######## design 1 ########
--- config.mk ---
export PLATFORM = sky130hd
export DESIGN_NAME = divider_alu
export DESIGN_NICKNAME = d
export VERILOG_FILES = /design/src/rtl/divider_alu_pkg.sv /design/src/rtl/divider_alu_div_step.sv /design/src/rtl/divider_alu.sv
export SDC_FILE = /design/constraint.sdc
export NUM_CORES = 1
export LEC_CHECK = 0
export CORE_MARGIN = 2
export CORE_UTILIZATION = 45
export DETAILED_ROUTE_END_ITERATION = 16
export GPL_ROUTABILITY_DRIVEN = 0
export PLACE_DENSITY = 0.68
export SYNTH_ARGS = -nofsm -noshare
export SYNTH_HDL_FRONTEND = slang
export SYNTH_HIERARCHICAL = 1
export SYNTH_SLANG_ARGS = --single-unit
--- constraint.sdc ---
create_clock -name clock -period 4.2 [get_ports clock]
set_clock_uncertainty 0.2 [all_clocks]
set_input_delay 0.63 -clock clock [delete_from_list [all_inputs] [get_ports clock]]
set_output_delay 0.63 -clock clock [all_outputs]
set_load 0.01 [all_outputs]
--- src/rtl/divider_alu_pkg.sv ---
// rtl/divider_alu_pkg.sv - shared widths, FSM state encodings and HI/LO packing offsets
package divider_alu_pkg;

    localparam int DATA_WIDTH = 32;

    localparam logic [1:0] DIV_IDLE = 2'd0;
    localparam logic [1:0] DIV_ITER = 2'd1;
    localparam logic [1:0] DIV_FIX  = 2'd2;
    localparam logic [1:0] DIV_DONE = 2'd3;

    // {HI, LO} layout shared with the multiplier result path
    localparam int HI_LSB = DATA_WIDTH;
    localparam int LO_LSB = 0;

endpackage

--- src/rtl/divider_alu_div_step.sv ---
// rtl/divider_alu_div_step.sv - one radix-2 non-restoring shift and add-or-subtract step
module div_step
    import divider_alu_pkg::*;
#(
    parameter int WIDTH = DATA_WIDTH
) (
    input  logic signed [WIDTH:0]   r,
    input  logic        [WIDTH-1:0] q,
    input  logic signed [WIDTH:0]   d,
    output logic signed [WIDTH:0]   r_next,
    output logic        [WIDTH-1:0] q_next
);

    logic signed [WIDTH:0] r_shift;

    // Shifting never changes the sign of a partial remainder in [-D, D), so the pre-shift sign steers the op.
    always_comb begin
        r_shift = {r[WIDTH-1:0], q[WIDTH-1]};
        r_next  = r[WIDTH] ? r_shift + d : r_shift - d;
        q_next  = {q[WIDTH-2:0], ~r_next[WIDTH]};
    end

endmodule

--- src/rtl/divider_alu.sv ---
// rtl/divider_alu.sv - sequential signed divider returning {remainder, quotient}
module divider_alu
    import divider_alu_pkg::*;
#(
    parameter int WIDTH = DATA_WIDTH
) (
    input  logic                 clock,
    input  logic                 clear,
    input  logic                 start,
    input  logic [WIDTH-1:0]     a,
    input  logic [WIDTH-1:0]     b,
    output logic [2*WIDTH-1:0]   z,
    output logic                 busy,
    output logic                 done,
    output logic                 div_by_zero
);

    localparam int CW = $clog2(WIDTH + 1);

    logic [1:0]              state;
    logic [CW-1:0]           counter;
    logic                    sign_q;
    logic                    sign_r;
    logic                    zero_div;
    logic signed [WIDTH:0]   rem_r;
    logic signed [WIDTH:0]   div_d;
    logic [WIDTH-1:0]        quo_q;

    logic signed [WIDTH:0]   r_next;
    logic [WIDTH-1:0]        q_next;
    logic [WIDTH-1:0]        a_abs;
    logic signed [WIDTH:0]   b_ext;
    logic signed [WIDTH:0]   b_abs;
    logic [WIDTH-1:0]        r_fixed;
    logic [WIDTH-1:0]        quotient;
    logic [WIDTH-1:0]        remainder;
    logic [WIDTH-1:0]        dividend;

    div_step #(.WIDTH(WIDTH)) u_div_step (
        .r      (rem_r),
        .q      (quo_q),
        .d      (div_d),
        .r_next (r_next),
        .q_next (q_next)
    );

    // |a| fits WIDTH unsigned bits even for the most negative value; D needs the extra bit.
    always_comb begin
        a_abs     = a[WIDTH-1] ? -a : a;
        b_ext     = {b[WIDTH-1], b};
        b_abs     = b_ext[WIDTH] ? -b_ext : b_ext;
        r_fixed   = rem_r[WIDTH] ? rem_r[WIDTH-1:0] + div_d[WIDTH-1:0] : rem_r[WIDTH-1:0];
        quotient  = sign_q ? -quo_q : quo_q;
        remainder = sign_r ? -r_fixed : r_fixed;
        dividend  = sign_r ? -quo_q : quo_q;
    end

    assign busy = (state == DIV_ITER) || (state == DIV_FIX);
    assign done = (state == DIV_DONE);

    always_ff @(posedge clock) begin
        if (clear) begin
            state       <= DIV_IDLE;
            z           <= '0;
            div_by_zero <= 1'b0;
            counter     <= '0;
            sign_q      <= 1'b0;
            sign_r      <= 1'b0;
            zero_div    <= 1'b0;
            rem_r       <= '0;
            div_d       <= '0;
            quo_q       <= '0;
        end else begin
            case (state)
                DIV_IDLE: begin
                    if (start) begin
                        sign_q   <= a[WIDTH-1] ^ b[WIDTH-1];
                        sign_r   <= a[WIDTH-1];
                        quo_q    <= a_abs;
                        div_d    <= b_abs;
                        rem_r    <= '0;
                        counter  <= CW'(WIDTH);
                        zero_div <= (b == '0);
                        // A zero divisor skips the iterations; FIX still packs the result.
                        state    <= (b == '0) ? DIV_FIX : DIV_ITER;
                    end
                end
                DIV_ITER: begin
                    rem_r   <= r_next;
                    quo_q   <= q_next;
                    counter <= counter - CW'(1);
                    if (counter == CW'(1)) begin
                        state <= DIV_FIX;
                    end
                end
                DIV_FIX: begin
                    z           <= zero_div ? {dividend, {WIDTH{1'b1}}} : {remainder, quotient};
                    div_by_zero <= zero_div;
                    state       <= DIV_DONE;
                end
                default: begin
                    state <= DIV_IDLE;
                end
            endcase
        end
    end

endmodule
######## design 2 ########
**config.mk**
```make
export PLATFORM = sky130hd
export DESIGN_NAME = counter_seq_ctrl_flat
export DESIGN_NICKNAME = d
export VERILOG_FILES = /design/src/rtl/counter_seq_ctrl_pkg.sv /design/src/rtl/counter_seq_ctrl_if.sv /design/src/rtl/counter_seq_ctrl_counter4_core.sv /design/src/rtl/counter_seq_ctrl.sv /design/src/flat_wrapper.sv
export SDC_FILE = /design/constraint.sdc
export NUM_CORES = 1
export LEC_CHECK = 0
export CAP_MARGIN = 5
export CORE_MARGIN = 3
export CORE_UTILIZATION = 27
export CTS_CLUSTER_SIZE = 30
export DETAILED_ROUTE_END_ITERATION = 6
export GPL_ROUTABILITY_DRIVEN = 1
export PLACE_DENSITY = 0.56
export SLEW_MARGIN = 30
export SYNTH_ARGS = -nofsm -noshare
export SYNTH_HDL_FRONTEND = slang
export SYNTH_SLANG_ARGS = --single-unit
```
**constraint.sdc**
```tcl
create_clock -name clk -period 2.1 [get_ports clk]
set_input_delay 0.525 -clock clk [delete_from_list [all_inputs] [get_ports clk]]
set_output_delay 0.525 -clock clk [all_outputs]
set_load 0.02 [all_outputs]
```
**src/rtl/counter_seq_ctrl_pkg.sv**
```systemverilog
// Shared types and constants for the counter sequencing controller and its 4-bit counter core.
// No logic here; latency and backpressure are defined by the modules that import it.
package counter_seq_ctrl_pkg;

    localparam int CNT_W = 4;

    localparam logic DIR_UP       = 1'b0;
    localparam logic DIR_DOWN     = 1'b1;
    localparam logic MODE_ONESHOT = 1'b0;
    localparam logic MODE_RELOAD  = 1'b1;

    typedef enum logic [2:0] {
        ST_IDLE,
        ST_ARMED,
        ST_RUN,
        ST_HOLD,
        ST_DONE
    } state_t;

endpackage

```
**src/rtl/counter_seq_ctrl_if.sv**
```systemverilog
// Host-side bundle of the sequencer: configuration handshake, run controls and status.
// Master is the host/register block; slave is the controller.
interface counter_seq_ctrl_if;
    import counter_seq_ctrl_pkg::*;

    logic             cfg_valid;
    logic             cfg_ready;
    logic [CNT_W-1:0] cfg_load;
    logic [CNT_W-1:0] cfg_limit;
    logic             cfg_dir;
    logic             cfg_reload;
    logic             start;
    logic             pause;
    logic             abort;
    logic [CNT_W-1:0] count;
    logic             busy;
    logic             tc_pulse;
    logic             done;

    modport master (
        output cfg_valid, cfg_load, cfg_limit, cfg_dir, cfg_reload, start, pause, abort,
        input  cfg_ready, count, busy, tc_pulse, done
    );

    modport slave (
        input  cfg_valid, cfg_load, cfg_limit, cfg_dir, cfg_reload, start, pause, abort,
        output cfg_ready, count, busy, tc_pulse, done
    );

endinterface

```
**src/rtl/counter_seq_ctrl_counter4_core.sv**
```systemverilog
// Loadable 4-bit up/down wrap-around counter register; ld has priority over en.
// One-cycle latency from ld/en to q; no backpressure.
module counter4_core
    import counter_seq_ctrl_pkg::*;
(
    input  logic             clk,
    input  logic             rstn,
    input  logic             en,
    input  logic             dir,
    input  logic             ld,
    input  logic [CNT_W-1:0] ld_val,
    output logic [CNT_W-1:0] q
);

    always_ff @(posedge clk or negedge rstn) begin
        if (!rstn) begin
            q <= '0;
        end else if (ld) begin
            q <= ld_val;
        end else if (en) begin
            q <= (dir == DIR_DOWN) ? q - 1'b1 : q + 1'b1;
        end
    end

endmodule

```
**src/rtl/counter_seq_ctrl.sv**
```systemverilog
// Programmable one-shot/periodic timer sequencer around counter4_core; tc_pulse one cycle after count==limit.
// cfg_ready only in IDLE/DONE; cfg_valid is ignored (not queued) while a job is armed or running.
module counter_seq_ctrl
    import counter_seq_ctrl_pkg::*;
(
    input  logic               clk,
    input  logic               rstn,
    counter_seq_ctrl_if.slave  bus
);

    state_t           state;
    logic [CNT_W-1:0] load_q;
    logic [CNT_W-1:0] limit_q;
    logic             dir_q;
    logic             reload_q;
    logic             tc_q;
    logic             done_q;

    logic             hs;
    logic             at_limit;
    logic             core_en;
    logic             core_ld;
    logic [CNT_W-1:0] core_ld_val;
    logic [CNT_W-1:0] cnt;

    assign bus.cfg_ready = (state == ST_IDLE) || (state == ST_DONE);
    assign bus.busy      = (state == ST_ARMED) || (state == ST_RUN) || (state == ST_HOLD);
    assign hs            = bus.cfg_valid && bus.cfg_ready;
    assign at_limit      = (cnt == limit_q);

    // Counter control mirrors the FSM priorities below so count and state move on the same edge.
    always_comb begin
        core_en     = 1'b0;
        core_ld     = 1'b0;
        core_ld_val = load_q;
        unique case (state)
            ST_IDLE, ST_DONE: begin
                if (state == ST_DONE && bus.abort) begin
                    core_ld     = 1'b1;
                    core_ld_val = '0;
                end else if (hs) begin
                    core_ld     = 1'b1;
                    core_ld_val = bus.cfg_load;
                end
            end
            ST_ARMED, ST_HOLD: begin
                if (bus.abort) begin
                    core_ld     = 1'b1;
                    core_ld_val = '0;
                end
            end
            ST_RUN: begin
                if (bus.abort) begin
                    core_ld     = 1'b1;
                    core_ld_val = '0;
                end else if (!bus.pause) begin
                    if (at_limit) begin
                        core_ld = (reload_q == MODE_RELOAD);
                    end else begin
                        core_en = 1'b1;
                    end
                end
            end
            default: ;
        endcase
    end

    always_ff @(posedge clk or negedge rstn) begin
        if (!rstn) begin
            state    <= ST_IDLE;
            load_q   <= '0;
            limit_q  <= '0;
            dir_q    <= DIR_UP;
            reload_q <= MODE_ONESHOT;
            tc_q     <= 1'b0;
            done_q   <= 1'b0;
        end else begin
            tc_q <= 1'b0;
            unique case (state)
                ST_IDLE, ST_DONE: begin
                    if (state == ST_DONE && bus.abort) begin
                        state  <= ST_IDLE;
                        done_q <= 1'b0;
                    end else if (hs) begin
                        load_q   <= bus.cfg_load;
                        limit_q  <= bus.cfg_limit;
                        dir_q    <= bus.cfg_dir;
                        reload_q <= bus.cfg_reload;
                        done_q   <= 1'b0;
                        state    <= ST_ARMED;
                    end
                end
                ST_ARMED: begin
                    if (bus.abort)      state <= ST_IDLE;
                    else if (bus.start) state <= ST_RUN;
                end
                ST_RUN: begin
                    if (bus.abort) begin
                        state <= ST_IDLE;
                    end else if (bus.pause) begin
                        state <= ST_HOLD;
                    end else if (at_limit) begin
                        tc_q <= 1'b1;
                        if (reload_q == MODE_ONESHOT) begin
                            done_q <= 1'b1;
                            state  <= ST_DONE;
                        end
                    end
                end
                ST_HOLD: begin
                    if (bus.abort)      state <= ST_IDLE;
                    else if (!bus.pause) state <= ST_RUN;
                end
                default: state <= ST_IDLE;
            endcase
        end
    end

    counter4_core u_core (
        .clk    (clk),
        .rstn   (rstn),
        .en     (core_en),
        .dir    (dir_q),
        .ld     (core_ld),
        .ld_val (core_ld_val),
        .q      (cnt)
    );

    assign bus.count    = cnt;
    assign bus.tc_pulse = tc_q;
    assign bus.done     = done_q;

endmodule
```
**src/flat_wrapper.sv**
```systemverilog
// flat-port wrapper written by rule: the top's interface ports become plain ports
module counter_seq_ctrl_flat import counter_seq_ctrl_pkg::*;
  (clk, rstn, bus_cfg_valid, bus_cfg_load, bus_cfg_limit, bus_cfg_dir, bus_cfg_reload, bus_start, bus_pause, bus_abort, bus_cfg_ready, bus_count, bus_busy, bus_tc_pulse, bus_done);
  counter_seq_ctrl_if bus_i ();
  input  logic clk;
  input  logic rstn;
  input wire logic [$bits(bus_i.cfg_valid)-1:0] bus_cfg_valid;
  input wire logic [$bits(bus_i.cfg_load)-1:0] bus_cfg_load;
  input wire logic [$bits(bus_i.cfg_limit)-1:0] bus_cfg_limit;
  input wire logic [$bits(bus_i.cfg_dir)-1:0] bus_cfg_dir;
  input wire logic [$bits(bus_i.cfg_reload)-1:0] bus_cfg_reload;
  input wire logic [$bits(bus_i.start)-1:0] bus_start;
  input wire logic [$bits(bus_i.pause)-1:0] bus_pause;
  input wire logic [$bits(bus_i.abort)-1:0] bus_abort;
  output wire logic [$bits(bus_i.cfg_ready)-1:0] bus_cfg_ready;
  output wire logic [$bits(bus_i.count)-1:0] bus_count;
  output wire logic [$bits(bus_i.busy)-1:0] bus_busy;
  output wire logic [$bits(bus_i.tc_pulse)-1:0] bus_tc_pulse;
  output wire logic [$bits(bus_i.done)-1:0] bus_done;
  assign bus_i.cfg_valid = bus_cfg_valid;
  assign bus_i.cfg_load = bus_cfg_load;
  assign bus_i.cfg_limit = bus_cfg_limit;
  assign bus_i.cfg_dir = bus_cfg_dir;
  assign bus_i.cfg_reload = bus_cfg_reload;
  assign bus_i.start = bus_start;
  assign bus_i.pause = bus_pause;
  assign bus_i.abort = bus_abort;
  assign bus_cfg_ready = bus_i.cfg_ready;
  assign bus_count = bus_i.count;
  assign bus_busy = bus_i.busy;
  assign bus_tc_pulse = bus_i.tc_pulse;
  assign bus_done = bus_i.done;
  counter_seq_ctrl u_core (.clk(clk), .rstn(rstn), .bus(bus_i));
endmodule
```
######## design 3 ########
<file path="src/rtl/tff_counter_seq_pkg.sv">
// -----------------------------------------------------------------------------
// tff_counter_seq_pkg
// Shared types and constants for the T-flip-flop counter sequencer.
//   seq_state_e    : sequencer FSM state encoding (visible on the state port)
//   MODE_FREE      : counter wraps to 0 at the terminal count forever
//   MODE_ONESHOT   : counter stops at the terminal count and reports done
//   state_is_busy  : true while a count run is active or paused
// -----------------------------------------------------------------------------
package tff_counter_seq_pkg;

    typedef enum logic [1:0] {
        IDLE  = 2'd0,
        RUN   = 2'd1,
        PAUSE = 2'd2,
        DONE  = 2'd3
    } seq_state_e;

    localparam logic MODE_FREE    = 1'b0;
    localparam logic MODE_ONESHOT = 1'b1;

    function automatic logic state_is_busy(input seq_state_e s);
        return (s == RUN) || (s == PAUSE);
    endfunction

endpackage

</file>
<file path="src/rtl/tff_counter_core.sv">
// -----------------------------------------------------------------------------
// tff_counter_core
// Synchronous binary up-counter built from one T flip-flop per bit.
// Bit i toggles when en is high and every lower bit is 1; sclr clears all bits
// and wins over en.
//   clk    in   clock, rising edge
//   rst_n  in   asynchronous active-low reset
//   en     in   count enable (one increment per enabled edge)
//   sclr   in   synchronous clear, priority over en
//   count  out  current counter value
// -----------------------------------------------------------------------------
module tff_counter_core #(
    parameter int unsigned WIDTH = 8
) (
    input  logic             clk,
    input  logic             rst_n,
    input  logic             en,
    input  logic             sclr,
    output logic [WIDTH-1:0] count
);

    logic [WIDTH-1:0] w_q;

    for (genvar i = 0; i < WIDTH; i++) begin : g_tff
        logic r_t;
        logic w_lower_ones;

        // Toggle condition of a synchronous binary counter: all lower bits set.
        if (i == 0) begin : g_lsb
            assign w_lower_ones = 1'b1;
        end else begin : g_upper
            assign w_lower_ones = &w_q[i-1:0];
        end

        always_ff @(posedge clk or negedge rst_n) begin
            if (!rst_n) begin
                r_t <= 1'b0;
            end else if (sclr) begin
                r_t <= 1'b0;
            end else if (en && w_lower_ones) begin
                r_t <= ~r_t;
            end
        end

        assign w_q[i] = r_t;
    end

    assign count = w_q;

endmodule

</file>
<file path="src/rtl/tff_counter_sequencer.sv">
// -----------------------------------------------------------------------------
// tff_counter_sequencer
// Sequences a T-FF counter core through IDLE / RUN / PAUSE / DONE with a
// programmable prescaler and terminal count.
//   clk       in   clock, rising edge
//   rst_n     in   asynchronous active-low reset
//   start     in   start from IDLE/DONE (re-latches config) or resume from PAUSE
//   stop      in   pause from RUN, or abort to IDLE from PAUSE/DONE
//   step      in   single increment, honoured only in IDLE
//   mode      in   0 = free-running wrap, 1 = one-shot
//   limit     in   terminal count (latched on start from IDLE/DONE)
//   prescale  in   tick every prescale+1 cycles (latched with limit)
//   count     out  counter value
//   state     out  FSM state encoding
//   busy      out  high in RUN or PAUSE
//   tc        out  one-cycle pulse on a free-mode wrap
//   done      out  one-cycle pulse on entry to DONE
// Command priority: stop > start > step.
// -----------------------------------------------------------------------------
module tff_counter_sequencer
    import tff_counter_seq_pkg::*;
#(
    parameter int unsigned WIDTH = 8,
    parameter int unsigned PRE_W = 4
) (
    input  logic             clk,
    input  logic             rst_n,
    input  logic             start,
    input  logic             stop,
    input  logic             step,
    input  logic             mode,
    input  logic [WIDTH-1:0] limit,
    input  logic [PRE_W-1:0] prescale,
    output logic [WIDTH-1:0] count,
    output logic [1:0]       state,
    output logic             busy,
    output logic             tc,
    output logic             done
);

    seq_state_e       r_state;
    seq_state_e       w_state_next;
    logic [PRE_W-1:0] r_pre_cnt;
    logic [PRE_W-1:0] w_pre_cnt_next;
    logic [WIDTH-1:0] r_limit;
    logic [WIDTH-1:0] w_limit_next;
    logic [PRE_W-1:0] r_prescale;
    logic [PRE_W-1:0] w_prescale_next;
    logic             r_mode;
    logic             w_mode_next;
    logic             r_tc;
    logic             w_tc_next;
    logic             r_done;
    logic             w_done_next;

    logic             w_core_en;
    logic             w_core_sclr;
    logic [WIDTH-1:0] w_count;
    logic             w_tick;
    logic             w_at_limit;

    tff_counter_core #(
        .WIDTH (WIDTH)
    ) u_core (
        .clk   (clk),
        .rst_n (rst_n),
        .en    (w_core_en),
        .sclr  (w_core_sclr),
        .count (w_count)
    );

    assign w_tick     = (r_state == RUN) && (r_pre_cnt == r_prescale);
    assign w_at_limit = (w_count == r_limit);

    // ------------------------------------------------------------------
    // Next-state and core control
    // ------------------------------------------------------------------
    always_comb begin
        w_state_next    = r_state;
        w_pre_cnt_next  = r_pre_cnt;
        w_limit_next    = r_limit;
        w_prescale_next = r_prescale;
        w_mode_next     = r_mode;
        w_tc_next       = 1'b0;
        w_done_next     = 1'b0;
        w_core_en       = 1'b0;
        w_core_sclr     = 1'b0;

        unique case (r_state)
            IDLE: begin
                if (stop) begin
                    // stop wins over start and step; nothing to abort in IDLE.
                end else if (start) begin
                    w_limit_next    = limit;
                    w_prescale_next = prescale;
                    w_mode_next     = mode;
                    w_pre_cnt_next  = '0;
                    w_core_sclr     = 1'b1;
                    w_state_next    = RUN;
                end else if (step) begin
                    // Manual stepping compares against the live limit input.
                    if (w_count == limit) begin
                        w_core_sclr = 1'b1;
                    end else begin
                        w_core_en = 1'b1;
                    end
                end
            end

            RUN: begin
                if (stop) begin
                    // Freeze count and prescaler phase; no tick at this edge.
                    w_state_next = PAUSE;
                end else if (w_tick) begin
                    w_pre_cnt_next = '0;
                    if (!w_at_limit) begin
                        w_core_en = 1'b1;
                    end else if (r_mode == MODE_ONESHOT) begin
                        w_done_next  = 1'b1;
                        w_state_next = DONE;
                    end else begin
                        w_core_sclr = 1'b1;
                        w_tc_next   = 1'b1;
                    end
                end else begin
                    w_pre_cnt_next = r_pre_cnt + 1'b1;
                end
            end

            PAUSE: begin
                if (stop) begin
                    w_core_sclr  = 1'b1;
                    w_state_next = IDLE;
                end else if (start) begin
                    w_state_next = RUN;
                end
            end

            DONE: begin
                if (stop) begin
                    w_core_sclr  = 1'b1;
                    w_state_next = IDLE;
                end else if (start) begin
                    w_limit_next    = limit;
                    w_prescale_next = prescale;
                    w_mode_next     = mode;
                    w_pre_cnt_next  = '0;
                    w_core_sclr     = 1'b1;
                    w_state_next    = RUN;
                end
            end

            default: begin
                w_state_next = IDLE;
            end
        endcase
    end

    // ------------------------------------------------------------------
    // State registers
    // ------------------------------------------------------------------
    always_ff @(posedge clk or negedge rst_n) begin
        if (!rst_n) begin
            r_state    <= IDLE;
            r_pre_cnt  <= '0;
            r_limit    <= '0;
            r_prescale <= '0;
            r_mode     <= MODE_FREE;
            r_tc       <= 1'b0;
            r_done     <= 1'b0;
        end else begin
            r_state    <= w_state_next;
            r_pre_cnt  <= w_pre_cnt_next;
            r_limit    <= w_limit_next;
            r_prescale <= w_prescale_next;
            r_mode     <= w_mode_next;
            r_tc       <= w_tc_next;
            r_done     <= w_done_next;
        end
    end

    assign count = w_count;
    assign state = r_state;
    assign busy  = state_is_busy(r_state);
    assign tc    = r_tc;
    assign done  = r_done;

endmodule

</file>
<file path="config.mk">
export PLATFORM = sky130hd
export DESIGN_NAME = tff_counter_sequencer
export DESIGN_NICKNAME = d
export VERILOG_FILES = /design/src/rtl/tff_counter_seq_pkg.sv /design/src/rtl/tff_counter_core.sv /design/src/rtl/tff_counter_sequencer.sv
export SDC_FILE = /design/constraint.sdc
export NUM_CORES = 1
export LEC_CHECK = 0
export ABC_AREA = 1
export ABC_CLOCK_PERIOD_IN_PS = 2250
export CELL_PAD_IN_SITES_DETAIL_PLACEMENT = 0
export CELL_PAD_IN_SITES_GLOBAL_PLACEMENT = 1
export CORE_MARGIN = 5
export CORE_UTILIZATION = 39
export CTS_BUF_LIST = sky130_fd_sc_hd__clkbuf_8
export DETAILED_ROUTE_END_ITERATION = 12
export GPL_TIMING_DRIVEN = 0
export HOLD_SLACK_MARGIN = 0.05
export PLACE_DENSITY = 0.84
export SYNTH_ARGS = -nofsm -noshare
export SYNTH_HDL_FRONTEND = slang
export SYNTH_SLANG_ARGS = --single-unit
</file>
<file path="constraint.sdc">
create_clock -name clk -period 2.25 [get_ports clk]
set_input_delay 0.225 -clock clk [delete_from_list [all_inputs] [get_ports clk]]
set_output_delay 0.225 -clock clk [all_outputs]
set_load 0.01 [all_outputs]
</file>

==> screenshots <==
Sizing map.
shot_01.png
Drawn at 2 px/um.
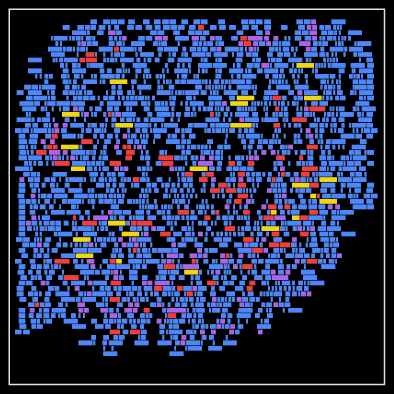
shot_02.png
Drawn at 6 px/um.
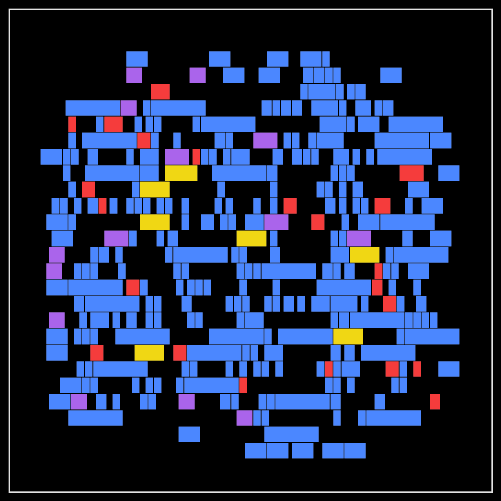
shot_03.png
Drawn at 6 px/um.
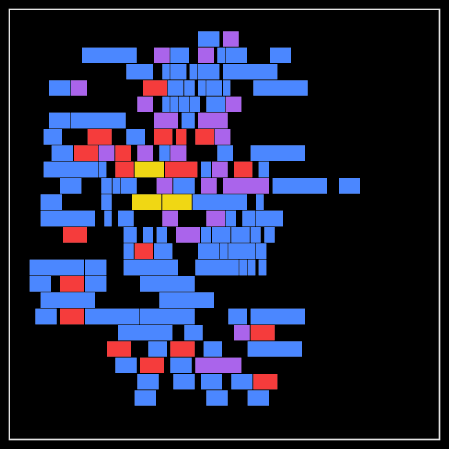
- largest die: shot_01.png
- shot_03.png = design 2
- shot_01.png = design 1
- shot_02.png = design 3

Key to shot_01.png:
x2 -> red  # cells 92, share 4.3%, most used or2_2
x1 and smaller -> blue  # cells 1890, share 88%, most used nand2_1
x3 and x4 -> purple  # cells 146, share 6.8%, most used buf_4
x6 and larger -> yellow  # cells 24, share 1.1%, most used clkbuf_16

Figure 1. Nets reached from selected ports (design 1).
Drawn at 1.5 px/um.
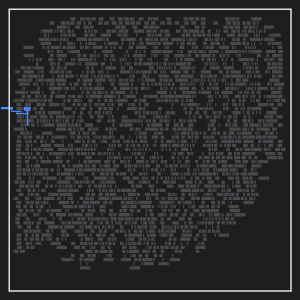
busy -> blue  # bits 1, direction output, edge left, end cells 1, buffers 1, wire 30.1 um
Top-Level Pins: 134
count of port buffers added during placement: 133

Figure 2. Gate-type map (design 1).
Drawn at 2 px/um.
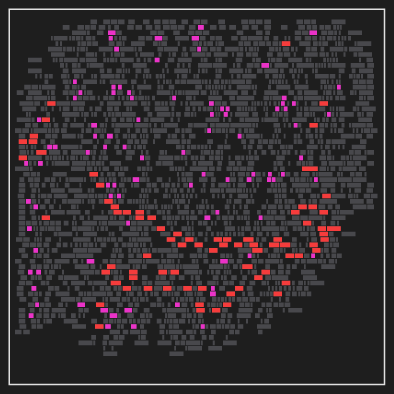
and/or cells -> magenta  # cells 91, most used or3_1, where all over the die
fa/ha/maj cells -> red  # cells 78, most used ha_1
most frequent standard cell in the layout excluding fill and tap cells: sky130_fd_sc_hd__nand2_1
multi-input gate share of the layout cell area: 0.608
Cell Count, Final, Fillers Out: 2594

==> results.txt, design 1 <==
Purpose: to document the outcome of synthesis and place and route.

Yosys
Among all flip-flop cells after synthesis, the most frequent one is sky130_fd_sc_hd__dfxtp_1. The async set-or-reset flop fraction in the synthesized netlist is 0. The count of mapped cells out of synthesis is between 2000 and 2500. In this run, the synthesized area fraction spent on and/or/nand/nor cells is recorded as 0.238. The chip area line in the Yosys stat output reads 15000 um^2. The net count after synthesis is between 2000 and 2500. Counting flops with a built-in enable in the synthesized netlist gives 0.

In the synthesized netlist, the dominant kind of combinational cell is AND-OR/OR-AND gates. The share of synthesized area in the top cell type comes to 0.232. The area share of fa/ha/maj cells after synthesis is 0.0659. The most common cell in the synthesized netlist is sky130_fd_sc_hd__nand2_1. The average footprint of a synthesized cell is 7.39 um^2. Of the synthesized area, sequential elements account for 0.232.

Floorplanning
The design received a total of 442 well taps at floorplan. The initial core utilization is 0.460.

Critical path
The register-to-register setup slack is -0.05 ns. The number of cells on the critical path is 16. The slowest stage of the critical path belongs to the cell sky130_fd_sc_hd__or4_4. The OpenROAD report gives the critical path a data arrival time of 4.41 ns.

The type of destination of the critical path is a register.

Layout
The registers reported with the highest flop counts are z (64), div_d (33), rem_r (33). The layout has 18 clock buffers. The count of multi-input gates is 1650. The largest cell class by area is multi-input combinational cells. After filler insertion, the fill cell instance count of the layout stands at 3212. In the final layout, excluding clock inverters the inverter count is 46.

The antenna diode count is 0. The count of non-CTS buffers in the layout is 252.

Clock tree
After clock tree synthesis, the repair step resized 3 gates. The hold buffer count at cts is 0. TritonCTS built the clock tree.

Status
The checks that failed: negative setup slack. The flow ran to the end, but the final reports show violations.

Run
The number of maximum-capacitance violations recorded for the run is 0.

Placed design
OpenSTA, run right after detailed placement, puts the worst setup slack at -0.0572 ns. The number of cells in the design after placement is 2555. The standard cell area after detailed placement is ~17000 um^2.

Route
The total number of vias is 15500. The detailed router's first-iteration violation count is 1274.

Final timing
The hold slack is 0.278 ns. In the finished design, the share of the clock period the worst path needs comes to 1.01. After layout, the minimum clock period comes to 4.25 ns.

Across all setup checks in the final design, the least slack found is -0.0480 ns. The number of endpoints failing setup at the final stage is 3.

GRT
The via count of the first global-routing pass was 14300. The most congested layer reported by global routing is met2.

Hold path
For hold timing, the worst endpoint is z[44].

Power and ir drop
The overall power after layout is between 15 and 20 mW.
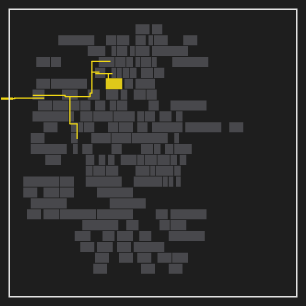
Figure 3: design 2, nets reached from selected ports.
Drawn at 4 px/um.
bus_cfg_ready -> yellow  # bits 1, direction output, edge left, end cells 1, buffers 2, wire 56.8 um
count of port buffers added during placement: 23
Top-Level Pins: 24

==> results.txt, design 2 <==
Purpose: to document the outcome of synthesis and place and route.

Status
The flow ran to the end, and the final reports show no timing, DRC or antenna violations.

Layout
The cell kind with the greatest summed area is multi-input combinational cells. The count of fill cells added during filler insertion is 396.

Power and ir drop
The power share of the combinational group is 0.565. The power density normalized to cell area is 1370 nW/um^2.

Route
The per-cell via count in the routed design is 4.80. The detailed router's first-iteration violation count is 21. The per-cell routed wire length is 12.9 um.

Floorplanning
The die covers 5110 um^2. In this run the vertical extent of the chip is 71.5 um.

Critical path
The endpoint of the lowest-slack register-to-register path is u_core.u_core.q[1]. The critical path goes through clkdlybuf4s50_1, nand2b_4, or4_4, or2_4, a311o_1. Data arrives at the worst endpoint at 2.19 ns.

The worst register-to-register path has a setup slack of around 0.2 ns. The capture point of the worst path is u_core.u_core.q[1]. Counting both buffers and inverters, the worst setup path holds a total of 1. The most critical setup path has its startpoint at bus_pause. The number of cells traversed by the worst register-to-register path is 4.

Final timing
The final count of pins violating max slew is 0.

Yosys
Per the synthesis report, the adder-cell share of the synthesized area is 0.0389. The main area contributors are sky130_fd_sc_hd__dfrtp_1, sky130_fd_sc_hd__mux2_2, sky130_fd_sc_hd__xor2_1, sky130_fd_sc_hd__a21oi_1, sky130_fd_sc_hd__buf_6.

GRT
The global routing report lists met3 layer usage as 0.0196. The number of antenna violations at the first check in global routing is 0. The global routing usage on met1 is 0.137.

Clock tree
Per the repair_timing log after CTS, setup buffers inserted total 0. The clock input transition at the sequential cells of the worst setup and hold paths is 0.07 ns. The CTS tree is built.

Run
The tool warning count is 26.
Figure 4. Ports around the boundary (design 3).
Drawn at 6 px/um. Pins as bars across the die edge, other pins in gray.
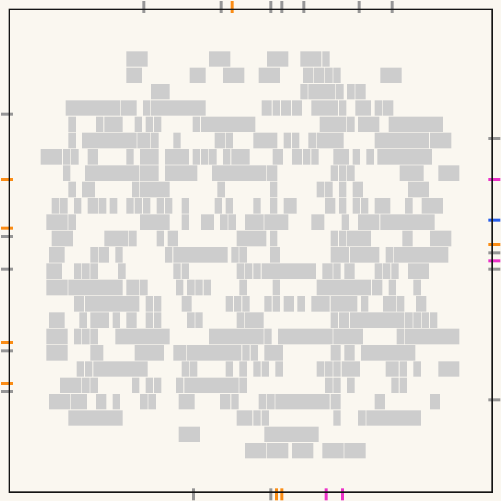
limit -> orange  # pins 8, direction input, edge 4 left, 2 bottom, 1 top, 1 right
busy -> blue  # pins 1, direction output, edge right
prescale -> magenta  # pins 4, direction input, edge 2 right, 2 bottom
all pins by edge = 9 left, 8 right, 8 top, 6 bottom
Die Wd: 80.2 um
vertical die size: 80.2 um
count of port buffers added during placement: 30

Figure 5. Nets reached from selected ports (design 3).
Drawn at 3 px/um.
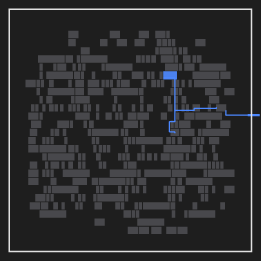
busy -> blue  # bits 1, direction output, edge right, end cells 1, buffers 1, wire 49.7 um
Top-Level Pins: 31

==> results.txt, design 3 <==
Purpose: to document the outcome of synthesis and place and route.

Status
The flow ran to the end, and the final reports show no timing, DRC or antenna violations.

Final timing
The number of endpoints failing setup at the final stage is 0. The final count of pins violating max slew is 0. At the pin with the least slew margin, the transition time is approximately 0.67 ns.

Yosys
The main area contributors are sky130_fd_sc_hd__dfrtp_1, sky130_fd_sc_hd__nand2_1, sky130_fd_sc_hd__inv_1, sky130_fd_sc_hd__nor2_1, sky130_fd_sc_hd__a21oi_1. Of the total synthesized cell area, the portion taken by full adders, half adders and majority gates is 0.0325. Counting instances in the post-synthesis netlist gives the leading cell types as sky130_fd_sc_hd__nand2_1, sky130_fd_sc_hd__inv_1, sky130_fd_sc_hd__nor2_1, sky130_fd_sc_hd__dfrtp_1, sky130_fd_sc_hd__a21oi_1. Once synthesis finished, the tally of register bits stood at 29.

Route
The detailed-route wire length is 4280 um.

Power and ir drop
The share of total power dissipated in the clock network is 0.189. The power dissipated in combinational cells is 0.997 mW. The worst VDD IR drop from the latest analysis is 0.455 mV.

Placed design
The final HPWL from detailed placement is 3300 um.

Clock tree
The number of setup buffers added after CTS is 0. The clock input transition at the sequential cells of the worst setup and hold paths is 0.06 ns. The number of buffers created by CTS is 5. The CTS tree is built.

Layout
Summing all multi-input logic gate instances after layout gives 955 um^2.

GRT
Entering global routing, the biggest net connects 30 pins. The most congested layer reported by global routing is met2.

Critical path
The worst setup path is captured at a primary output.

Floorplanning
The core area is 4750 um^2.

######## design 4 ########
**src/rtl/color_math_pipe.sv**
```systemverilog
// Three-stage colour-math pipeline: main/sub add or subtract with clamp and halve,
// then master brightness, behind a valid/ready stream with a global stall.
`timescale 1ns/1ps
module color_math_pipe #(
    parameter int CW  = 5,
    parameter int NCH = 3
) (
    input  logic              clk,
    input  logic              reset_n,
    input  logic              in_valid,
    output logic              in_ready,
    input  logic [NCH*CW-1:0] in_main,
    input  logic [NCH*CW-1:0] in_sub,
    input  logic              in_do_math,
    input  logic              in_subtract,
    input  logic              in_half,
    input  logic              in_force_black,
    input  logic [3:0]        in_bright,
    output logic              out_valid,
    input  logic              out_ready,
    output logic [NCH*CW-1:0] out_color
);

    localparam int RW = CW + 2;
    localparam int PW = CW + 5;

    logic stall;
    logic advance;

    logic                      s1_valid_q, s1_valid_d;
    logic [NCH-1:0][RW-1:0]    s1_r_q, s1_r_d;
    logic [NCH-1:0][CW-1:0]    s1_m_q, s1_m_d;
    logic                      s1_do_math_q, s1_do_math_d;
    logic                      s1_subtract_q, s1_subtract_d;
    logic                      s1_half_q, s1_half_d;
    logic [3:0]                s1_bright_q, s1_bright_d;

    logic                      s2_valid_q, s2_valid_d;
    logic [NCH-1:0][CW-1:0]    s2_c_q, s2_c_d;
    logic [3:0]                s2_bright_q, s2_bright_d;

    logic                      s3_valid_q, s3_valid_d;
    logic [NCH*CW-1:0]         s3_color_q, s3_color_d;

    assign stall     = s3_valid_q & ~out_ready;
    assign advance   = ~stall;
    assign in_ready  = advance;
    assign out_valid = s3_valid_q;
    assign out_color = s3_color_q;

    // Raw per-channel sum or signed difference; two guard bits hold carry and borrow.
    always_comb begin
        s1_valid_d    = s1_valid_q;
        s1_r_d        = s1_r_q;
        s1_m_d        = s1_m_q;
        s1_do_math_d  = s1_do_math_q;
        s1_subtract_d = s1_subtract_q;
        s1_half_d     = s1_half_q;
        s1_bright_d   = s1_bright_q;
        if (advance) begin
            s1_valid_d    = in_valid;
            s1_do_math_d  = in_do_math;
            s1_subtract_d = in_subtract;
            s1_half_d     = in_half;
            s1_bright_d   = in_bright;
            for (int k = 0; k < NCH; k++) begin
                s1_m_d[k] = in_force_black ? '0 : in_main[k*CW +: CW];
                s1_r_d[k] = in_subtract
                          ? ({2'b00, s1_m_d[k]} - {2'b00, in_sub[k*CW +: CW]})
                          : ({2'b00, s1_m_d[k]} + {2'b00, in_sub[k*CW +: CW]});
            end
        end
    end

    // Negative results only come from subtract, overflow only from add.
    always_comb begin
        s2_valid_d  = s2_valid_q;
        s2_c_d      = s2_c_q;
        s2_bright_d = s2_bright_q;
        if (advance) begin
            s2_valid_d  = s1_valid_q;
            s2_bright_d = s1_bright_q;
            for (int k = 0; k < NCH; k++) begin
                if (!s1_do_math_q)
                    s2_c_d[k] = s1_m_q[k];
                else if (s1_subtract_q && s1_r_q[k][CW+1])
                    s2_c_d[k] = '0;
                else if (s1_half_q)
                    s2_c_d[k] = s1_r_q[k][CW:1];
                else if (!s1_subtract_q && s1_r_q[k][CW])
                    s2_c_d[k] = '1;
                else
                    s2_c_d[k] = s1_r_q[k][CW-1:0];
            end
        end
    end

    // Brightness scales by (bright+1)/16; the colour only changes when a real pixel lands.
    always_comb begin
        s3_valid_d = s3_valid_q;
        s3_color_d = s3_color_q;
        if (advance) begin
            s3_valid_d = s2_valid_q;
            if (s2_valid_q) begin
                for (int k = 0; k < NCH; k++) begin
                    if (s2_bright_q == 4'd0)
                        s3_color_d[k*CW +: CW] = '0;
                    else
                        s3_color_d[k*CW +: CW] =
                            CW'((PW'(s2_c_q[k]) * PW'({1'b0, s2_bright_q} + 5'd1)) >> 4);
                end
            end
        end
    end

    always_ff @(posedge clk or negedge reset_n) begin
        if (!reset_n) begin
            s1_valid_q    <= 1'b0;
            s1_r_q        <= '0;
            s1_m_q        <= '0;
            s1_do_math_q  <= 1'b0;
            s1_subtract_q <= 1'b0;
            s1_half_q     <= 1'b0;
            s1_bright_q   <= '0;
            s2_valid_q    <= 1'b0;
            s2_c_q        <= '0;
            s2_bright_q   <= '0;
            s3_valid_q    <= 1'b0;
            s3_color_q    <= '0;
        end else begin
            s1_valid_q    <= s1_valid_d;
            s1_r_q        <= s1_r_d;
            s1_m_q        <= s1_m_d;
            s1_do_math_q  <= s1_do_math_d;
            s1_subtract_q <= s1_subtract_d;
            s1_half_q     <= s1_half_d;
            s1_bright_q   <= s1_bright_d;
            s2_valid_q    <= s2_valid_d;
            s2_c_q        <= s2_c_d;
            s2_bright_q   <= s2_bright_d;
            s3_valid_q    <= s3_valid_d;
            s3_color_q    <= s3_color_d;
        end
    end

endmodule

```
**config.mk**
```make
export PLATFORM = sky130hd
export DESIGN_NAME = color_math_pipe
export DESIGN_NICKNAME = d
export VERILOG_FILES = /design/src/rtl/color_math_pipe.sv
export SDC_FILE = /design/constraint.sdc
export NUM_CORES = 1
export LEC_CHECK = 0
export CAP_MARGIN = 5
export CORE_ASPECT_RATIO = 1.25
export CORE_UTILIZATION = 45
export CTS_BUF_LIST = sky130_fd_sc_hd__clkbuf_4 sky130_fd_sc_hd__clkbuf_8 sky130_fd_sc_hd__clkbuf_16
export DETAILED_ROUTE_END_ITERATION = 10
export SLEW_MARGIN = 20
export SYNTH_ARGS = -nofsm -noshare
export SYNTH_HDL_FRONTEND = slang
export SYNTH_SLANG_ARGS = --single-unit
```
**constraint.sdc**
```tcl
create_clock -name clk -period 5.1 [get_ports clk]
set_input_delay 0.51 -clock clk [delete_from_list [all_inputs] [get_ports clk]]
set_output_delay 0.51 -clock clk [all_outputs]
set_load 0.02 [all_outputs]
```
######## design 5 ########
### src/rtl/prio_rr_arbiter_if.sv
// Request/grant bundle between a set of four requesters and the arbiter.
// The master side drives requests and release; the slave side is the arbiter.
interface prio_rr_arbiter_if;
  logic [3:0] req;
  logic       mode;
  logic       done;
  logic [3:0] gnt;
  logic [1:0] gnt_id;
  logic       gnt_vld;
  logic       timeout;

  modport master (
    output req, mode, done,
    input  gnt, gnt_id, gnt_vld, timeout
  );

  modport slave (
    input  req, mode, done,
    output gnt, gnt_id, gnt_vld, timeout
  );
endinterface

### src/rtl/prio_rr_arbiter.sv
// Four-requester arbiter: fixed priority or round-robin selection, registered
// one-hot grant held until release, request drop or hold-limit expiry.
module prio_rr_arbiter #(
  parameter int MAX_HOLD = 16
) (
  input  logic              clk,
  input  logic              rst,
  prio_rr_arbiter_if.slave  bus
);

  localparam int CW = (MAX_HOLD > 1) ? $clog2(MAX_HOLD) : 1;
  localparam logic [CW-1:0] HOLD_LAST = CW'(MAX_HOLD - 1);

  typedef enum logic {IDLE, GRANT} state_t;

  state_t        state_reg;
  logic [3:0]    gnt_reg;
  logic [1:0]    gnt_id_reg;
  logic          gnt_vld_reg;
  logic [1:0]    last_id_reg;
  logic [CW-1:0] hold_cnt_reg;

  logic [1:0] fixed_win;
  logic [1:0] rr_win;
  logic [1:0] win_next;
  logic [1:0] rr_cand [4];
  logic [3:0] rr_hit;
  logic       owner_req;
  logic       at_limit;
  logic       release_now;

  // Highest set index wins under fixed priority.
  always_comb begin
    fixed_win = 2'd0;
    for (int i = 0; i < 4; i++) begin
      if (bus.req[i]) fixed_win = 2'(i);
    end
  end

  // Round-robin candidates in search order, starting just after the last owner.
  genvar gi;
  generate
    for (gi = 0; gi < 4; gi++) begin : g_rr
      assign rr_cand[gi] = last_id_reg + 2'(gi + 1);
      assign rr_hit[gi]  = bus.req[rr_cand[gi]];
    end
  endgenerate

  always_comb begin
    rr_win = rr_cand[0];
    for (int k = 3; k >= 0; k--) begin
      if (rr_hit[k]) rr_win = rr_cand[k];
    end
  end

  assign win_next    = bus.mode ? rr_win : fixed_win;
  assign owner_req   = bus.req[gnt_id_reg];
  assign at_limit    = (hold_cnt_reg == HOLD_LAST);
  assign release_now = bus.done | ~owner_req | at_limit;

  always_ff @(posedge clk) begin
    if (rst) begin
      state_reg    <= IDLE;
      gnt_reg      <= 4'b0000;
      gnt_id_reg   <= 2'd0;
      gnt_vld_reg  <= 1'b0;
      last_id_reg  <= 2'd3;
      hold_cnt_reg <= '0;
    end else begin
      case (state_reg)
        IDLE: begin
          if (|bus.req) begin
            state_reg    <= GRANT;
            gnt_reg      <= 4'b0001 << win_next;
            gnt_id_reg   <= win_next;
            gnt_vld_reg  <= 1'b1;
            last_id_reg  <= win_next;
            hold_cnt_reg <= '0;
          end
        end
        GRANT: begin
          if (release_now) begin
            state_reg    <= IDLE;
            gnt_reg      <= 4'b0000;
            gnt_id_reg   <= 2'd0;
            gnt_vld_reg  <= 1'b0;
            hold_cnt_reg <= '0;
          end else begin
            hold_cnt_reg <= hold_cnt_reg + CW'(1);
          end
        end
        default: state_reg <= IDLE;
      endcase
    end
  end

  assign bus.gnt     = gnt_reg;
  assign bus.gnt_id  = gnt_id_reg;
  assign bus.gnt_vld = gnt_vld_reg;
  // The pulse is qualified by this cycle's release inputs so it flags only a
  // release caused by the hold limit alone, in the final grant cycle.
  assign bus.timeout = (state_reg == GRANT) & at_limit & ~bus.done & owner_req;

endmodule

### src/flat_wrapper.sv
// flat-port wrapper written by rule: the top's interface ports become plain ports
module prio_rr_arbiter_flat 
#(
  parameter int MAX_HOLD = 16
)
  (clk, rst, bus_req, bus_mode, bus_done, bus_gnt, bus_gnt_id, bus_gnt_vld, bus_timeout);
  prio_rr_arbiter_if bus_i ();
  input  logic clk;
  input  logic rst;
  input wire logic [$bits(bus_i.req)-1:0] bus_req;
  input wire logic [$bits(bus_i.mode)-1:0] bus_mode;
  input wire logic [$bits(bus_i.done)-1:0] bus_done;
  output wire logic [$bits(bus_i.gnt)-1:0] bus_gnt;
  output wire logic [$bits(bus_i.gnt_id)-1:0] bus_gnt_id;
  output wire logic [$bits(bus_i.gnt_vld)-1:0] bus_gnt_vld;
  output wire logic [$bits(bus_i.timeout)-1:0] bus_timeout;
  assign bus_i.req = bus_req;
  assign bus_i.mode = bus_mode;
  assign bus_i.done = bus_done;
  assign bus_gnt = bus_i.gnt;
  assign bus_gnt_id = bus_i.gnt_id;
  assign bus_gnt_vld = bus_i.gnt_vld;
  assign bus_timeout = bus_i.timeout;
  prio_rr_arbiter #(.MAX_HOLD(MAX_HOLD)) u_core (.clk(clk), .rst(rst), .bus(bus_i));
endmodule
### config.mk
export PLATFORM = sky130hd
export DESIGN_NAME = prio_rr_arbiter_flat
export DESIGN_NICKNAME = d
export VERILOG_FILES = /design/src/rtl/prio_rr_arbiter_if.sv /design/src/rtl/prio_rr_arbiter.sv /design/src/flat_wrapper.sv
export SDC_FILE = /design/constraint.sdc
export NUM_CORES = 1
export LEC_CHECK = 0
export CORE_UTILIZATION = 49
export DETAILED_ROUTE_END_ITERATION = 16
export GPL_ROUTABILITY_DRIVEN = 0
export MAX_ROUTING_LAYER = met4
export PLACE_DENSITY = 0.76
export SYNTH_ARGS = -nofsm -noshare
export SYNTH_HDL_FRONTEND = slang
export SYNTH_SLANG_ARGS = --single-unit
### constraint.sdc
create_clock -name clk -period 2.6 [get_ports clk]
set_clock_uncertainty 0.1 [all_clocks]
set_input_delay 0.78 -clock clk [delete_from_list [all_inputs] [get_ports clk]]
set_output_delay 0.78 -clock clk [all_outputs]
set_load 0.03 [all_outputs]
Figure 6. Ports around the boundary (design 5).
Drawn at 12 px/um. Pins as bars across the die edge, other pins in gray.
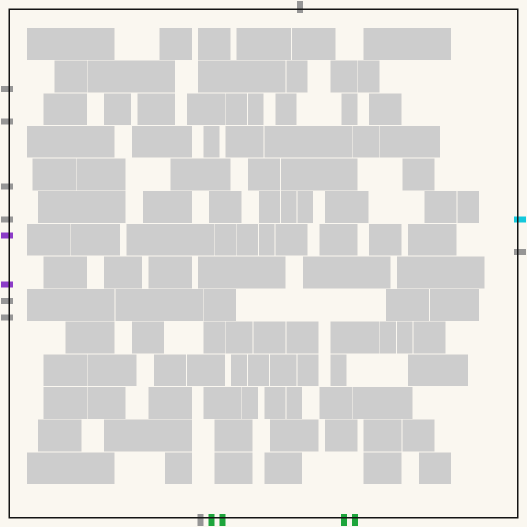
bus_timeout -> cyan  # pins 1, direction output, edge right
bus_gnt_id -> purple  # pins 2, direction output, edge left
bus_req -> green  # pins 4, direction input, edge bottom
all pins by edge = 8 left, 5 bottom, 2 right, 1 top
vertical die size: 42.3 um
count of port buffers added during placement: 15
Die Wd: 42.3 um

Figure 7. Gate-type map (design 5).
Drawn at 12 px/um.
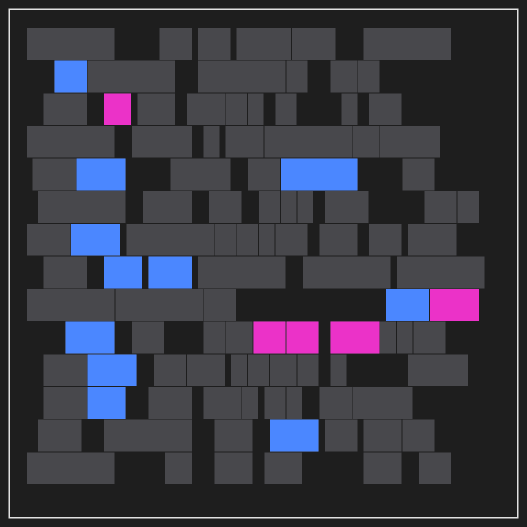
and/or cells -> magenta  # cells 5, most used and2b_1
non-inverting ao/oa cells -> blue  # cells 11, most used a32o_2
most frequent standard cell in the layout excluding fill and tap cells: sky130_fd_sc_hd__dfxtp_1
Cell Count, Final, Fillers Out: 122

==> results.txt, design 5 <==
Purpose: to document the outcome of synthesis and place and route.

Yosys
The tally of unique sky130hd cells used after synthesis is around 43. Counting flops with an async set or reset pin after synthesis yields a share of 0. Per the synthesis report, the simple-gate share of the synthesized area is 0.216.

Status
The flow ran to the end, and the final reports show no timing, DRC or antenna violations.

Hold path
The launch point of the worst hold path is u_core.bus.gnt_vld.

Final timing
The total negative slack is 0 ns. From the final report, the count of setup violators was given as 0.

Route
For this run, design rule violations remaining after detail routing come to 0. The detailed router's first-iteration violation count is 16.

Power and ir drop
Of the total power, the share spent switching nets is 0.301. The cell-internal power is 0.394 mW. For this design the static power due to leakage is 0.438 nW. The worst VDD IR drop from the latest analysis is 0.487 mV.

Summed over all nets, the switching power comes to 0.170 mW.

Layout
The flop count is 14. The count of multi-input gates is 61.

Clock tree
In the CTS report, the clock slew at the register clock pins of the worst setup and hold paths is listed as 0.09 ns. The number of gates resized after CTS was 13. The CTS tree is built. After clock tree synthesis, the flow added hold-fix buffers numbering 0. Clock tree synthesis selected as its root buffer the cell sky130_fd_sc_hd__clkbuf_4.

Critical path
The endpoint of the lowest-slack register-to-register path is u_core.bus.gnt[0]. The data required time at the worst endpoint is 1.72 ns. The maximum net fanout on the critical path is 2.

Floorplanning
The floorplan step records an initial core utilization of 0.527.

GRT
met2 track demand over resource after global routing is 0.329.

Run
The tool warning count is 26.
Figure 8. Nets reached from selected ports (design 4).
Drawn at 2 px/um.
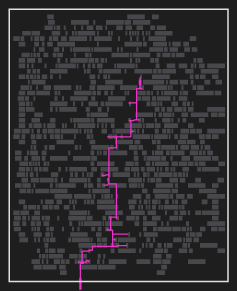
in_ready -> magenta  # bits 1, direction output, edge bottom, end cells 1, buffers 2, wire 192 um
count of port buffers added during placement: 58
Top-Level Pins: 59

==> results.txt, design 4 <==
Purpose: to document the outcome of synthesis and place and route.

Route
The detailed router's first-iteration violation count is approximately 130. The per-cell via count in the routed design is just over 5. The tally of nets with antenna violations remaining after routing is 0. The wire length on met2 is ~6400 um.

Final timing
Setup repair after global routing left no endpoint under its margin. The clock skew is between 0.004 and 0.005 ns. The routed design could run at a clock period as short as 4.61 ns. Endpoints failing hold in the final report were tallied at 0. The worst relative slew slack is 0.478.

GRT
met2 track demand over resource after global routing is 0.345. The global routing usage on met1 is 0.235. The largest net degree at the start of global routing is 81.

Yosys
The net count after synthesis is around 870. The count of library flops with an enable pin is 0. The share of the Yosys chip area taken by registers is 0.313. The tally of unique sky130hd cells used after synthesis is 41. The most common flop cell mapped by yosys is sky130_fd_sc_hd__dfrtp_1.

Critical path
The OpenROAD report gives the critical path a data arrival time of 4.83 ns. Traced cell by cell, the critical path runs through inv_1, ha_1, nand2_1, fa_1, fa_1, fa_1, inv_1, ha_1, and4b_1, a221o_1, nor4_1, a21oi_1, xnor2_1, a22o_1. The cell family contributing the most delay on the critical path is adder cells. For reference, the critical path is launched at s2_bright_q[0]. Of all nets on the critical path, the largest fanout is 12. STA classifies the critical path endpoint as a register. STA classifies the critical path startpoint as a register.

Layout
The count of multi-input gates is between 500 and 600. The top cell type in the final layout, fill and taps aside, is sky130_fd_sc_hd__nand2_1. The register with the most flip-flops is s1_r_q.

Power and ir drop
For this design the ratio of total power to cell area is 559 nW/um^2. The overall power after layout is 4.19 mW.

Hold path
Note that the worst hold path type here is input port to asynchronous set/reset pin.

Status
The run finished with clean final reports.


==> notes/layouts.md <==
Pictures saved along the way, in no particular order.

Placed standard cells.
panel A
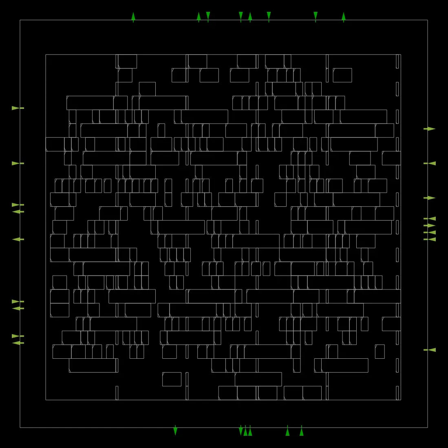
panel B
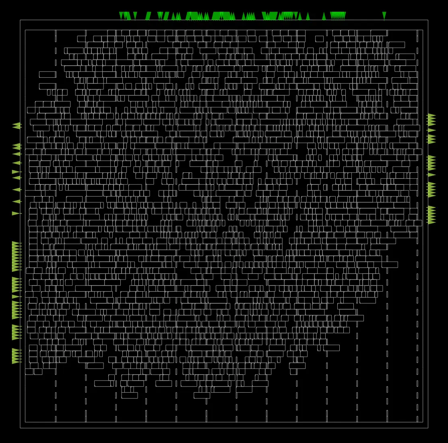
panel C
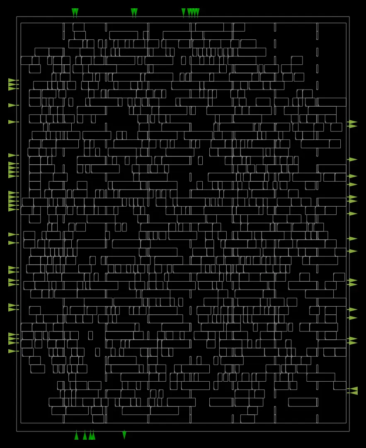
panel D
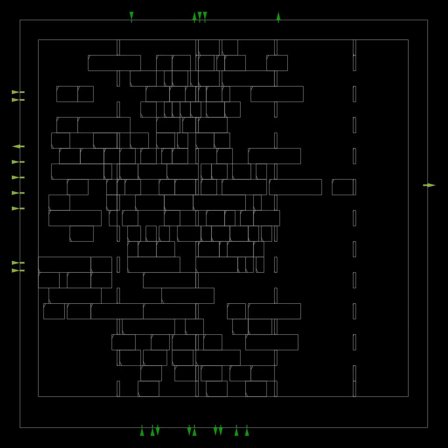
panel E
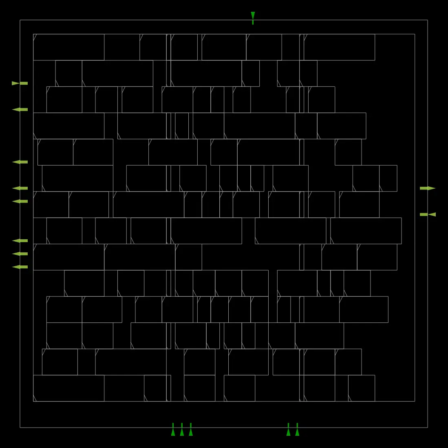
design 4 -> panel C
design 2 -> panel D
design 1 -> panel B
design 3 -> panel A
design 5 -> panel E
Of these, fewest sequential cells: panel E
Of these, highest utilization: panel E


==> screenshots <==
Gate-type map.
(a)
Drawn at 6 px/um.
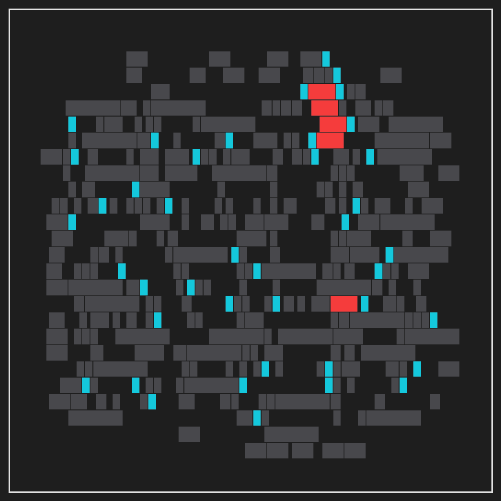
(b)
Drawn at 6 px/um.
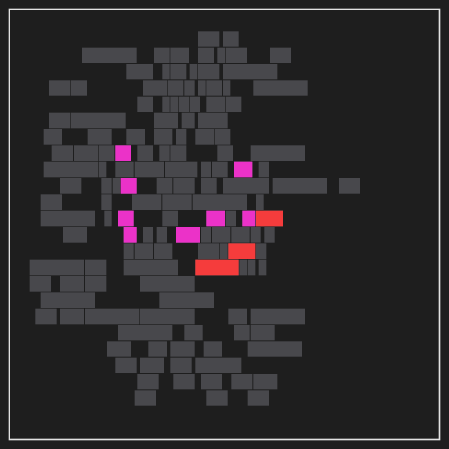
(c)
Drawn at 3 px/um.
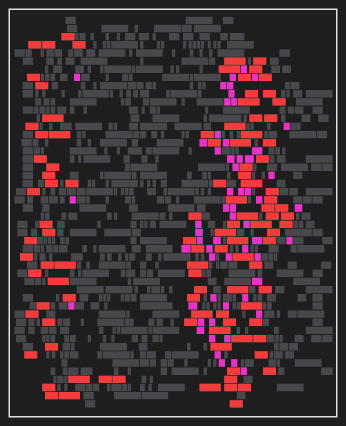
Of these, smallest die: (b)
Of these, largest die: (c)
(a): design 3
(c): design 4
(b): design 2

Key to (b):
and/or cells -> magenta  # cells 8, most used or4_1
fa/ha/maj cells -> red  # cells 3, most used ha_1

Power is estimated from default activity; no workload was simulated.
